# clk_div_sched

--- src/rtl/clk_div_sched.sv ---
// clk_div_sched: single-counter clock-enable scheduler with boundary-aligned ratio changes.
// Optional registered output y (cnt[0] & cnt[2]) when CLK_DIV_SCHED_Y_EN is defined.
module clk_div_sched #(
    parameter int CNT_W       = 4,
    parameter int DEFAULT_SEL = 1
) (
    input  logic       clk,
    input  logic       reset,
    input  logic       en,
    input  logic       cfg_valid,
    input  logic [2:0] cfg_sel,
    output logic       cfg_ready,
    output logic       cfg_done,
    output logic       cfg_err,
    output logic [2:0] cur_sel,
    output logic       tick,
    output logic       phase
`ifdef CLK_DIV_SCHED_Y_EN
    ,
    output logic       y
`endif
);

    localparam logic [3:0] MAX_SEL = 4'(CNT_W);

    typedef enum logic {
        IDLE,
        PEND
    } state_t;

    state_t           state;
    state_t           state_nxt;
    logic [CNT_W-1:0] cnt;
    logic [CNT_W-1:0] cnt_nxt;
    logic [CNT_W-1:0] mask;
    logic [CNT_W-1:0] msb;
    logic [2:0]       pend_sel;
    logic [2:0]       pend_nxt;
    logic [2:0]       sel_nxt;
    logic             done_nxt;
    logic             err_nxt;
    logic             bnd;
    logic             sel_ok;

    // mask covers cnt[cur_sel-1:0]; msb isolates its top bit for phase
    always_comb begin
        mask = CNT_W'((32'(1) << cur_sel) - 32'(1));
        msb  = mask & ~(mask >> 1);
    end

    assign bnd       = en && ((cnt & mask) == mask);
    assign tick      = bnd;
    assign phase     = |(cnt & msb);
    assign cfg_ready = (state == IDLE);
    assign sel_ok    = (cfg_sel != 3'd0) && ({1'b0, cfg_sel} <= MAX_SEL);

    always_comb begin
        state_nxt = state;
        pend_nxt  = pend_sel;
        sel_nxt   = cur_sel;
        cnt_nxt   = en ? cnt + CNT_W'(1) : cnt;
        done_nxt  = 1'b0;
        err_nxt   = 1'b0;
        unique case (state)
            IDLE: begin
                if (cfg_valid) begin
                    if (sel_ok) begin
                        pend_nxt  = cfg_sel;
                        state_nxt = PEND;
                    end else begin
                        err_nxt = 1'b1;
                    end
                end
            end
            PEND: begin
                // switch on the old-ratio boundary; clear restarts the new period
                if (bnd) begin
                    sel_nxt   = pend_sel;
                    cnt_nxt   = '0;
                    done_nxt  = 1'b1;
                    state_nxt = IDLE;
                end
            end
            default: state_nxt = IDLE;
        endcase
    end

    always_ff @(posedge clk or posedge reset) begin
        if (reset) begin
            state    <= IDLE;
            cnt      <= '0;
            cur_sel  <= 3'(DEFAULT_SEL);
            pend_sel <= 3'(DEFAULT_SEL);
            cfg_done <= 1'b0;
            cfg_err  <= 1'b0;
        end else begin
            state    <= state_nxt;
            cnt      <= cnt_nxt;
            cur_sel  <= sel_nxt;
            pend_sel <= pend_nxt;
            cfg_done <= done_nxt;
            cfg_err  <= err_nxt;
        end
    end

`ifdef CLK_DIV_SCHED_Y_EN
    always_ff @(posedge clk or posedge reset) begin
        if (reset) begin
            y <= 1'b0;
        end else begin
            y <= cnt[0] & cnt[2];
        end
    end
`endif

endmodule

--- config.mk ---
export PLATFORM = sky130hd
export DESIGN_NAME = clk_div_sched
export DESIGN_NICKNAME = d
export VERILOG_FILES = /design/src/rtl/clk_div_sched.sv
export SDC_FILE = /design/constraint.sdc
export NUM_CORES = 1
export LEC_CHECK = 0
export CORE_ASPECT_RATIO = 0.75
export CORE_MARGIN = 2
export CORE_UTILIZATION = 35
export CTS_BUF_LIST = sky130_fd_sc_hd__clkbuf_8
export DETAILED_ROUTE_END_ITERATION = 8
export PLACE_DENSITY = 0.64
export SLEW_MARGIN = 20
export SYNTH_ARGS = -nofsm -noshare
export SYNTH_HDL_FRONTEND = slang
export SYNTH_SLANG_ARGS = --single-unit
--- constraint.sdc ---
create_clock -name clk -period 2.24 [get_ports clk]
set_clock_uncertainty 0.2 [all_clocks]
set_input_delay 0.448 -clock clk [delete_from_list [all_inputs] [get_ports clk]]
set_output_delay 0.448 -clock clk [all_outputs]
set_load 0.005 [all_outputs]
# tq_row_gather16_flat

File: src/rtl/tq_row_gather16_if.sv
// Row-gather bus: 4-lane beat input side and 16-sample row output side.
// The master drives beats and consumes rows; the gather stage is the slave.
interface tq_row_gather16_if #(
   parameter int WIDTH = 16,
   parameter int LANES = 4
);
   logic                   i_valid;
   logic                   i_ready;
   logic                   i_start;
   logic                   i_enable;
   logic                   i_inverse;
   logic [LANES*WIDTH-1:0] i_data;
   logic                   o_valid;
   logic                   o_ready;
   logic [16*WIDTH-1:0]    o_data;
   logic                   o_enable;
   logic                   o_inverse;
   logic                   o_err;

   modport master (
      output i_valid, i_start, i_enable, i_inverse, i_data, o_ready,
      input  i_ready, o_valid, o_data, o_enable, o_inverse, o_err
   );

   modport slave (
      input  i_valid, i_start, i_enable, i_inverse, i_data, o_ready,
      output i_ready, o_valid, o_data, o_enable, o_inverse, o_err
   );
endinterface

File: src/rtl/tq_row_gather16.sv
// Gathers 4 beats of 4 samples into a 16-sample row with sideband.
// Ping-pong banks let one row fill while the previous row waits downstream.
module tq_row_gather16 #(
   parameter int WIDTH = 16,
   parameter int LANES = 4
) (
   input  logic              clk,
   input  logic              rst,
   tq_row_gather16_if.slave  bus
);
   localparam int SLOTS = 16;

   typedef logic [WIDTH-1:0] sample_t;

   sample_t    r_bank [2][SLOTS];
   logic [1:0] r_enable;
   logic [1:0] r_inverse;
   logic [1:0] r_full;
   logic       r_wr_sel;
   logic       r_rd_sel;
   logic [1:0] r_cnt;
   logic       r_err;

   logic w_ready;
   logic w_accept;
   logic w_pop;

   // Ready looks only at registered flags, so it never depends on o_ready.
   assign w_ready  = !r_full[r_wr_sel];
   assign w_accept = bus.i_valid & w_ready;
   assign w_pop    = r_full[r_rd_sel] & bus.o_ready;

   always_ff @(posedge clk or posedge rst) begin
      if (rst) begin
         // NOTE: the banks are a small register array, not a RAM, so they are
         // cleared here to make o_data read zero straight out of reset.
         for (int b = 0; b < 2; b++) begin
            for (int n = 0; n < SLOTS; n++) begin
               r_bank[b][n] <= '0;
            end
         end
         r_enable  <= '0;
         r_inverse <= '0;
         r_full    <= '0;
         r_wr_sel  <= 1'b0;
         r_rd_sel  <= 1'b0;
         r_cnt     <= '0;
         r_err     <= 1'b0;
      end else begin
         r_err <= 1'b0;
         if (w_accept) begin
            if (bus.i_start) begin
               // A start mid-row abandons the partial row and flags the error.
               for (int j = 0; j < LANES; j++) begin
                  r_bank[r_wr_sel][4'(j)] <= bus.i_data[j*WIDTH +: WIDTH];
               end
               r_enable[r_wr_sel]  <= bus.i_enable;
               r_inverse[r_wr_sel] <= bus.i_inverse;
               r_cnt               <= 2'd1;
               r_err               <= (r_cnt != 2'd0);
            end else if (r_cnt == 2'd0) begin
               r_err <= 1'b1;
            end else begin
               for (int j = 0; j < LANES; j++) begin
                  r_bank[r_wr_sel][{r_cnt, 2'(j)}] <= bus.i_data[j*WIDTH +: WIDTH];
               end
               r_cnt <= r_cnt + 2'd1;
               if (r_cnt == 2'd3) begin
                  r_full[r_wr_sel] <= 1'b1;
                  r_wr_sel         <= ~r_wr_sel;
               end
            end
         end
         // Fill and free always target different banks, so both updates land.
         if (w_pop) begin
            r_full[r_rd_sel] <= 1'b0;
            r_rd_sel         <= ~r_rd_sel;
         end
      end
   end

   always_comb begin
      // NOTE: default first so no path through the block leaves a latch.
      bus.o_data = '0;
      for (int n = 0; n < SLOTS; n++) begin
         bus.o_data[n*WIDTH +: WIDTH] = r_bank[r_rd_sel][n];
      end
   end

   assign bus.i_ready   = w_ready;
   assign bus.o_valid   = r_full[r_rd_sel];
   assign bus.o_enable  = r_enable[r_rd_sel];
   assign bus.o_inverse = r_inverse[r_rd_sel];
   assign bus.o_err     = r_err;

endmodule

File: src/flat_wrapper.sv
// flat-port wrapper written by rule: the top's interface ports become plain ports
module tq_row_gather16_flat 
#(
   parameter int WIDTH = 16,
   parameter int LANES = 4
)
  (clk, rst, bus_i_valid, bus_i_start, bus_i_enable, bus_i_inverse, bus_i_data, bus_o_ready, bus_i_ready, bus_o_valid, bus_o_data, bus_o_enable, bus_o_inverse, bus_o_err);
  tq_row_gather16_if #(.WIDTH(WIDTH), .LANES(LANES)) bus_i ();
  input  logic clk;
  input  logic rst;
  input wire logic [$bits(bus_i.i_valid)-1:0] bus_i_valid;
  input wire logic [$bits(bus_i.i_start)-1:0] bus_i_start;
  input wire logic [$bits(bus_i.i_enable)-1:0] bus_i_enable;
  input wire logic [$bits(bus_i.i_inverse)-1:0] bus_i_inverse;
  input wire logic [$bits(bus_i.i_data)-1:0] bus_i_data;
  input wire logic [$bits(bus_i.o_ready)-1:0] bus_o_ready;
  output wire logic [$bits(bus_i.i_ready)-1:0] bus_i_ready;
  output wire logic [$bits(bus_i.o_valid)-1:0] bus_o_valid;
  output wire logic [$bits(bus_i.o_data)-1:0] bus_o_data;
  output wire logic [$bits(bus_i.o_enable)-1:0] bus_o_enable;
  output wire logic [$bits(bus_i.o_inverse)-1:0] bus_o_inverse;
  output wire logic [$bits(bus_i.o_err)-1:0] bus_o_err;
  assign bus_i.i_valid = bus_i_valid;
  assign bus_i.i_start = bus_i_start;
  assign bus_i.i_enable = bus_i_enable;
  assign bus_i.i_inverse = bus_i_inverse;
  assign bus_i.i_data = bus_i_data;
  assign bus_i.o_ready = bus_o_ready;
  assign bus_i_ready = bus_i.i_ready;
  assign bus_o_valid = bus_i.o_valid;
  assign bus_o_data = bus_i.o_data;
  assign bus_o_enable = bus_i.o_enable;
  assign bus_o_inverse = bus_i.o_inverse;
  assign bus_o_err = bus_i.o_err;
  tq_row_gather16 #(.WIDTH(WIDTH), .LANES(LANES)) u_core (.clk(clk), .rst(rst), .bus(bus_i));
endmodule
File: config.mk
export PLATFORM = sky130hd
export DESIGN_NAME = tq_row_gather16_flat
export DESIGN_NICKNAME = d
export VERILOG_FILES = /design/src/rtl/tq_row_gather16_if.sv /design/src/rtl/tq_row_gather16.sv /design/src/flat_wrapper.sv
export SDC_FILE = /design/constraint.sdc
export NUM_CORES = 1
export LEC_CHECK = 0
export CORE_ASPECT_RATIO = 1.75
export CORE_MARGIN = 5
export CORE_UTILIZATION = 55
export CTS_BUF_LIST = sky130_fd_sc_hd__clkbuf_4
export CTS_CLUSTER_SIZE = 30
export DETAILED_ROUTE_END_ITERATION = 7
export DONT_BUFFER_PORTS = 1
export HOLD_SLACK_MARGIN = 0.12
export PLACE_DENSITY = 0.7
export SLEW_MARGIN = 20
export SYNTH_ARGS = -nofsm -noshare
export SYNTH_HDL_FRONTEND = slang
export SYNTH_SLANG_ARGS = --single-unit
File: constraint.sdc
create_clock -name clk -period 40.9 [get_ports clk]
set_clock_uncertainty 0.1 [all_clocks]
set_input_delay 8.18 -clock clk [delete_from_list [all_inputs] [get_ports clk]]
set_output_delay 8.18 -clock clk [all_outputs]
set_load 0.05 [all_outputs]
**clk_div_sched: M1 wires**

Bar = 20 um.
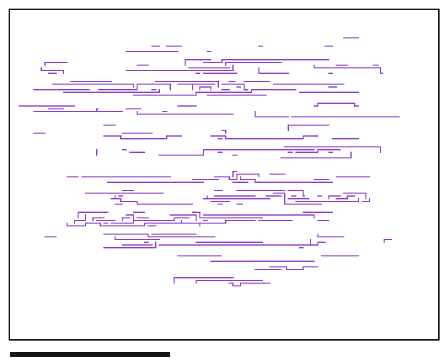
main direction: horizontal
share of all routed wire: 54%
longest straight run: 19.8 um
nets with wire on the layer: 82
wire length on this layer: 717 um
grt met1 use: 20.67%
Vias: 487
drt total wl: 1331 um

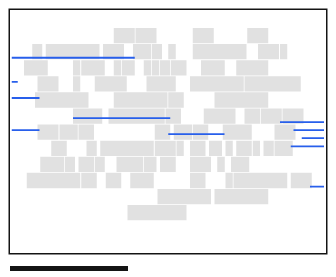
**Above:** clk_div_sched (signal wires on met3).
Bar = 20 um.
nets with wire on the layer: 10
share of all routed wire: 5.9%
main direction: horizontal

==> run_results.csv, clk_div_sched <==
group,metric,value,unit
final_layout,buf_share,23.06,%
setup_path,start_kind,"flip-flop",
final_layout,comb_share,32.44,%
min_path,hp-class,"flip-flop to flip-flop",
drt,drt_iter0_drc,5,
final_layout,final_cells,104,
drt,wl_met3,77,um
cts,h-tree-depth,1,
synth,edf_count,0,
global_routing,grt_start_max_net_pins,14,
setup_path,worstRegToRegCells,5,
cts,clock_sinks,13,
synth,flop_cell,"dfrtp_1",
final_layout,design.seq.count,13,
drt,routedWlPerCell,12.80,um
synth,ys_chip_area,640.6,um2
final_layout,diodes,0,
cts,ctsResizeCount,6,
cts,cts_tree,"yes",
final_layout,area_delta_synth_final,45.70,%
final_layout,num-nonclk-buffers,24,
cts,clk_latency,0.24,ns
global_routing,overflow,0,
cts,clock_path_buffers,2,
floorplan,core,1724,um2
synth,synth.avg_cell_area,11.65,um2
status,status,"complete, no violations",
final_layout,logic_area,302.8,um2
drt,drc_errors,0,
synth,synth.area.top_cells,"dfrtp_1 43%, dfstp_2 8.2%, mux2_2 7.0%",
final_layout,final_area,933.4,um2
sta,setup_ws,0.1070,ns
synth,synth_top_cell_by_area,"dfrtp_1",
cts,cts_made_buffers,3,
final_layout,final_util,54.14,%
sta,drv_slew,0,
final_layout,logic_gates,37,
floorplan,die_y,41.05,um
placement,dpl.hpwl,1013,um
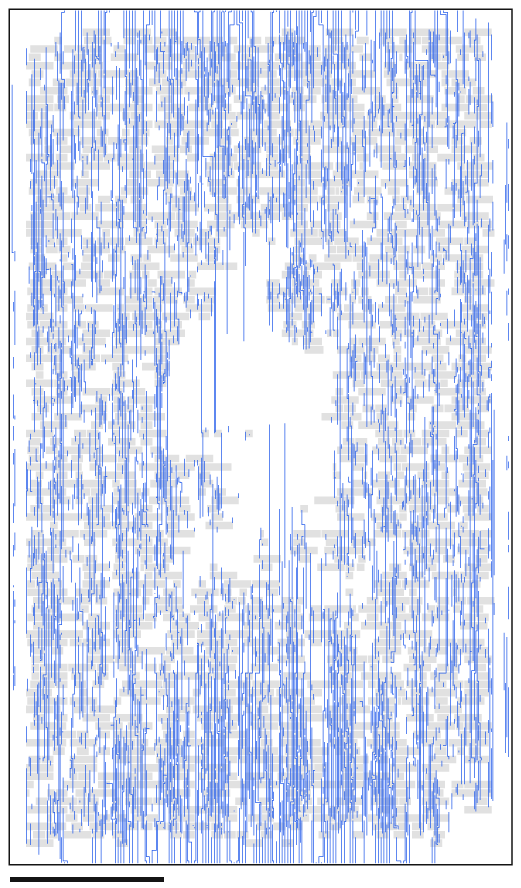
**Above:** tq_row_gather16_flat (the metal 2 layer).
Bar = 50 um.
wire length on this layer: 28.1 mm
longest straight run: 116 um
main direction: vertical
share of all routed wire: 53%
nets with wire on the layer: 1518

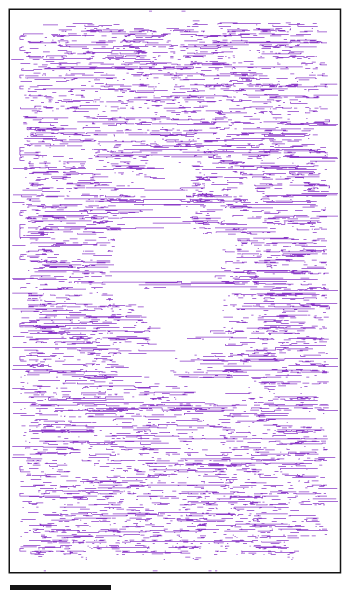
**Above:** tq_row_gather16_flat (M1 wires).
Bar = 50 um.
wire length on this layer: 19100 um
share of all routed wire: 36%
longest straight run: 66.2 um
Vias: 12170
grt met1 use: 25.61%
drt total wl: 53040 um

==> run_results.csv, tq_row_gather16_flat <==
group,metric,value,unit
status,status,"complete, no violations",
floorplan,die_y,277.9,um
final_layout,final_cells,2120,
setup_path,worstRegToRegCells,7,
global_routing,grt_start_max_net_pins,159,
synth,synth_area,22550,um2
drt,ant_nets,0,
global_routing,grtUsageTotal,23.40,%
final_layout,num-nonclk-buffers,17,
synth,fp_nets,1502,
placement,port_buffers,0,
setup_path,cp.depth,3,
synth,syn_inst,1425,
setup_path,cp_max_fo,71,
cts,cts_tree,"yes",
sta,setup_ws,28.75,ns
drt,viasPerCell,5.740,
final_layout,regMostFlops,"u_core.r_bank",
setup_path,crit_chain,"buf_4 > buf_4 > mux2_2",

# writeback_stage_ext

**writeback_stage_ext: M1 wires**

Bar = 50 um.
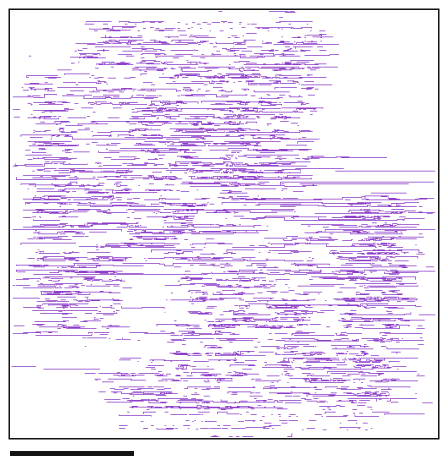
**writeback_stage_ext: the metal 2 layer**

Bar = 50 um.
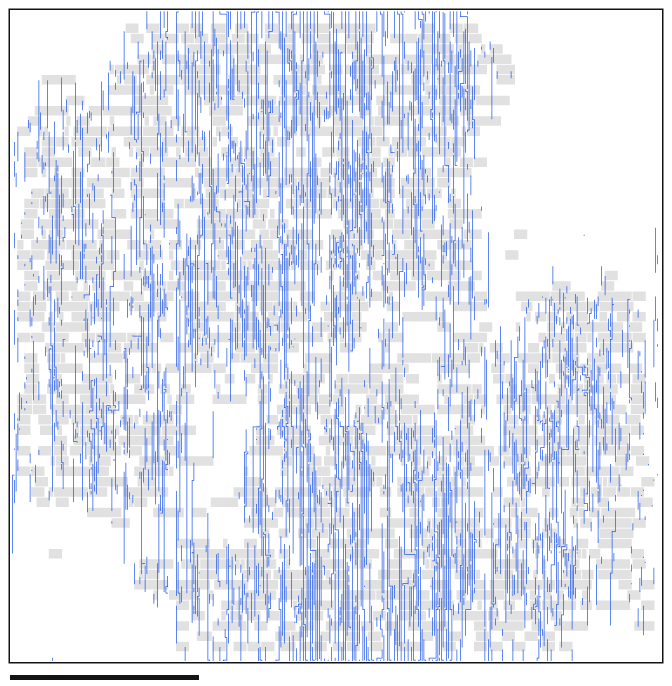
===== src/rtl/wb_pkg.sv =====
// Shared definitions for the writeback stage and its load-extraction helper.
package wb_pkg;

  localparam int XLEN_DEF  = 32;
  localparam int CNT_W_DEF = 64;

  // Result-source encoding used by the decoder and the W-stage mux.
  typedef enum logic [1:0] {
    RES_ALU  = 2'd0,
    RES_LOAD = 2'd1,
    RES_PC4  = 2'd2,
    RES_IMM  = 2'd3
  } res_src_e;

  // Load funct3 encodings.
  localparam logic [2:0] LT_LB  = 3'b000;
  localparam logic [2:0] LT_LH  = 3'b001;
  localparam logic [2:0] LT_LW  = 3'b010;
  localparam logic [2:0] LT_LD  = 3'b011;
  localparam logic [2:0] LT_LBU = 3'b100;
  localparam logic [2:0] LT_LHU = 3'b101;

  // Byte-offset width within one XLEN word.
  function automatic int off_width(input int xlen);
    return (xlen == 64) ? 3 : 2;
  endfunction

endpackage


===== src/rtl/writeback_stage_ext_load_extract.sv =====
// Combinational sub-word load extraction: picks the addressed byte, halfword
// or word out of an XLEN-wide data word and sign- or zero-extends it.
module load_extract
  import wb_pkg::*;
#(
  parameter int XLEN  = XLEN_DEF,
  parameter int OFF_W = off_width(XLEN)
) (
  input  logic [XLEN-1:0]  data,
  input  logic [OFF_W-1:0] off,
  input  logic [2:0]       funct3,
  output logic [XLEN-1:0]  result
);

  logic [OFF_W-1:0] half_off;
  logic [OFF_W-1:0] word_off;
  logic [7:0]       byte_v;
  logic [15:0]      half_v;
  logic [31:0]      word_v;

  function automatic logic [XLEN-1:0] sext8(input logic signed [7:0] v);
    return XLEN'(v);
  endfunction

  function automatic logic [XLEN-1:0] zext8(input logic [7:0] v);
    return XLEN'(v);
  endfunction

  function automatic logic [XLEN-1:0] sext16(input logic signed [15:0] v);
    return XLEN'(v);
  endfunction

  function automatic logic [XLEN-1:0] zext16(input logic [15:0] v);
    return XLEN'(v);
  endfunction

  function automatic logic [XLEN-1:0] sext32(input logic signed [31:0] v);
    return XLEN'(v);
  endfunction

  // Halfword and word accesses ignore the low offset bits (naturally aligned).
  assign half_off = off & ~OFF_W'(1);
  assign word_off = off & ~OFF_W'(3);

  assign byte_v = 8'(data >> {off, 3'b000});
  assign half_v = 16'(data >> {half_off, 3'b000});
  assign word_v = 32'(data >> {word_off, 3'b000});

  // Select and extend by funct3; LD and unlisted encodings pass the word through.
  always_comb begin
    result = data;
    case (funct3)
      LT_LB:   result = sext8(byte_v);
      LT_LBU:  result = zext8(byte_v);
      LT_LH:   result = sext16(half_v);
      LT_LHU:  result = zext16(half_v);
      LT_LW:   result = sext32(word_v);
      default: result = data;
    endcase
  end

endmodule


===== src/rtl/writeback_stage_ext.sv =====
// Writeback stage: M-to-W pipeline register with stall/flush, result-source
// selection with load extraction, x0-guarded register-file write enable and
// a retired-instruction counter for the CSR block.
module writeback_stage_ext
  import wb_pkg::*;
#(
  parameter int XLEN     = XLEN_DEF,
  parameter int NUM_SRC  = 4,
  parameter int LOAD_SRC = int'(RES_LOAD),
  parameter int CNT_W    = CNT_W_DEF,
  parameter int SEL_W    = $clog2(NUM_SRC)
) (
  input  logic                          i_Clk,
  input  logic                          i_Reset,
  input  logic                          i_StallW,
  input  logic                          i_FlushW,
  input  logic                          i_ValidM,
  input  logic                          i_RegWriteM,
  input  logic [SEL_W-1:0]              i_ResultSrcM,
  input  logic [2:0]                    i_LoadTypeM,
  input  logic [NUM_SRC-1:0][XLEN-1:0]  i_SrcM,
  input  logic [4:0]                    i_RdM,
  output logic                          o_ValidW,
  output logic [4:0]                    o_RdW,
  output logic                          o_RegWriteW,
  output logic [XLEN-1:0]               o_ResultW,
  output logic [CNT_W-1:0]              o_InstRetW
);

  localparam int OFF_W = off_width(XLEN);

  logic                         vld_p1;
  logic                         regwrite_p1;
  logic [4:0]                   rd_p1;
  logic [SEL_W-1:0]             sel_p1;
  logic [2:0]                   ltype_p1;
  logic [NUM_SRC-1:0][XLEN-1:0] src_p1;
  logic [CNT_W-1:0]             instret_p1;
  logic [XLEN-1:0]              load_val;
  logic [XLEN-1:0]              result;
  logic                         capture;

  // A new M instruction enters W only when neither flushed nor stalled.
  assign capture = !i_FlushW && !i_StallW;

  // ---- M -> W boundary: flush beats stall beats load ----
  always_ff @(posedge i_Clk or negedge i_Reset) begin
    if (!i_Reset) begin
      vld_p1      <= 1'b0;
      regwrite_p1 <= 1'b0;
      rd_p1       <= '0;
      sel_p1      <= '0;
      ltype_p1    <= '0;
      src_p1      <= '0;
    end else if (i_FlushW) begin
      vld_p1      <= 1'b0;
      regwrite_p1 <= 1'b0;
      rd_p1       <= '0;
      sel_p1      <= '0;
      ltype_p1    <= '0;
      src_p1      <= '0;
    end else if (!i_StallW) begin
      vld_p1      <= i_ValidM;
      regwrite_p1 <= i_RegWriteM;
      rd_p1       <= i_RdM;
      sel_p1      <= i_ResultSrcM;
      ltype_p1    <= i_LoadTypeM;
      src_p1      <= i_SrcM;
    end
  end

  // Count every valid instruction as it enters W, so the count includes W itself.
  always_ff @(posedge i_Clk or negedge i_Reset) begin
    if (!i_Reset) begin
      instret_p1 <= '0;
    end else if (capture && i_ValidM) begin
      instret_p1 <= instret_p1 + CNT_W'(1);
    end
  end

  load_extract #(
    .XLEN  (XLEN),
    .OFF_W (OFF_W)
  ) u_load_extract (
    .data   (src_p1[LOAD_SRC]),
    .off    (src_p1[0][OFF_W-1:0]),
    .funct3 (ltype_p1),
    .result (load_val)
  );

  // Result mux; select codes beyond NUM_SRC fall through to zero.
  always_comb begin
    result = '0;
    for (int i = 0; i < NUM_SRC; i++) begin
      if (sel_p1 == SEL_W'(i)) begin
        result = (i == LOAD_SRC) ? load_val : src_p1[i];
      end
    end
  end

  assign o_ValidW    = vld_p1;
  assign o_RdW       = rd_p1;
  assign o_RegWriteW = vld_p1 & regwrite_p1 & (rd_p1 != 5'd0);
  assign o_ResultW   = result;
  assign o_InstRetW  = instret_p1;

endmodule


===== config.mk =====
export PLATFORM = sky130hd
export DESIGN_NAME = writeback_stage_ext
export DESIGN_NICKNAME = d
export VERILOG_FILES = /design/src/rtl/wb_pkg.sv /design/src/rtl/writeback_stage_ext_load_extract.sv /design/src/rtl/writeback_stage_ext.sv
export SDC_FILE = /design/constraint.sdc
export NUM_CORES = 1
export LEC_CHECK = 0
export CAP_MARGIN = 20
export CELL_PAD_IN_SITES_DETAIL_PLACEMENT = 0
export CELL_PAD_IN_SITES_GLOBAL_PLACEMENT = 1
export CORE_MARGIN = 1.5
export CORE_UTILIZATION = 36
export CTS_BUF_LIST = sky130_fd_sc_hd__clkbuf_8
export DETAILED_ROUTE_END_ITERATION = 16
export PLACE_DENSITY = 0.79
export SLEW_MARGIN = 20
export SYNTH_ARGS = -nofsm -noshare
export SYNTH_HDL_FRONTEND = slang
export SYNTH_HIERARCHICAL = 1
export SYNTH_SLANG_ARGS = --single-unit

===== constraint.sdc =====
create_clock -name i_Clk -period 2.2 [get_ports i_Clk]
set_input_delay 0.33 -clock i_Clk [delete_from_list [all_inputs] [get_ports i_Clk]]
set_output_delay 0.33 -clock i_Clk [all_outputs]
set_load 0.03 [all_outputs]

==> run_results.csv <==
group,metric,value,unit
status,status,"complete, but fails checks",
status,violations,"setup timing",
power,pwr-share-seq,44.4,%
global_routing,grt_start_max_net_pins,108,
setup_path,cp.required,1.87,ns
cts,clock-root-buffer,"clkbuf_8",
synth,ys_sh_xor,5.360,%
placement,dpl.hpwl,22840,um
final_layout,buf_share,23.03,%
power,largestPowerGroup,"sequential cells",
drt,m1WireLength,13490,um
global_routing,grt_first_pass_wirelength,48330,um
sta,setup_viol,32,
placement,place_area,13720,um2
synth,synth.avg_cell_area,11.23,um2
cts,clk_pin_slew,0.06,ns
power,pwr-share-clk,36.5,%
setup_path,r2r_start,"o_InstRetW[9]",
min_path,hp-class,"input port to flip-flop",
final_layout,clk_share,4.665,%
placement,port_buffers,246,
sta,setup_ws,-0.6516,ns
synth,synthTopCellsByCount,"204 x dfrtp_1, 165 x nor2_1, 146 x mux2i_1",
final_layout,lay_top_count,"clkdlybuf4s50_1",
drt,drc_errors,0,
final_layout,largest_reg_flops,128,
cts,cts_hold_buffers,1,
sta,drv_slew,0,
setup_path,reg2reg_to,"o_InstRetW[57]",
drt,top_layer,"met4",
sta,fin_skew,0.01530,ns
cts,clock_sinks,204,
setup_path,crit_type,"flip-flop to output pin",
sta,fmax,350.7,MHz
cts,cts_made_buffers,39,
## Picture notes: 'M1 wires' of writeback_stage_ext
wire length on this layer: 13500 um
longest straight run: 61.6 um
share of all routed wire: 43%
main direction: horizontal
nets with wire on the layer: 1234
grt met1 use: 28.70%
drt total wl: 31090 um
Vias: 8361

## Picture notes: 'the metal 2 layer' of writeback_stage_ext
share of all routed wire: 48%
wire length on this layer: 15000 um
nets with wire on the layer: 1219
met2 track demand over resource: 34.52%



==> gallery <==
Congestion heat map.
(a)
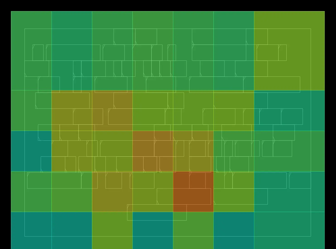
(b)
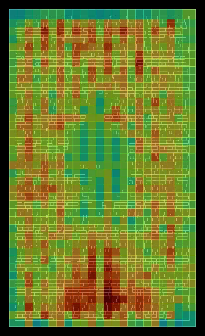
(c)
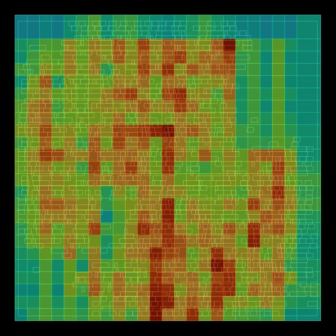
tq_row_gather16_flat is (b).
writeback_stage_ext is (c).
clk_div_sched is (a).

Power figures rest on the tool's default switching activity, not on a simulated workload.
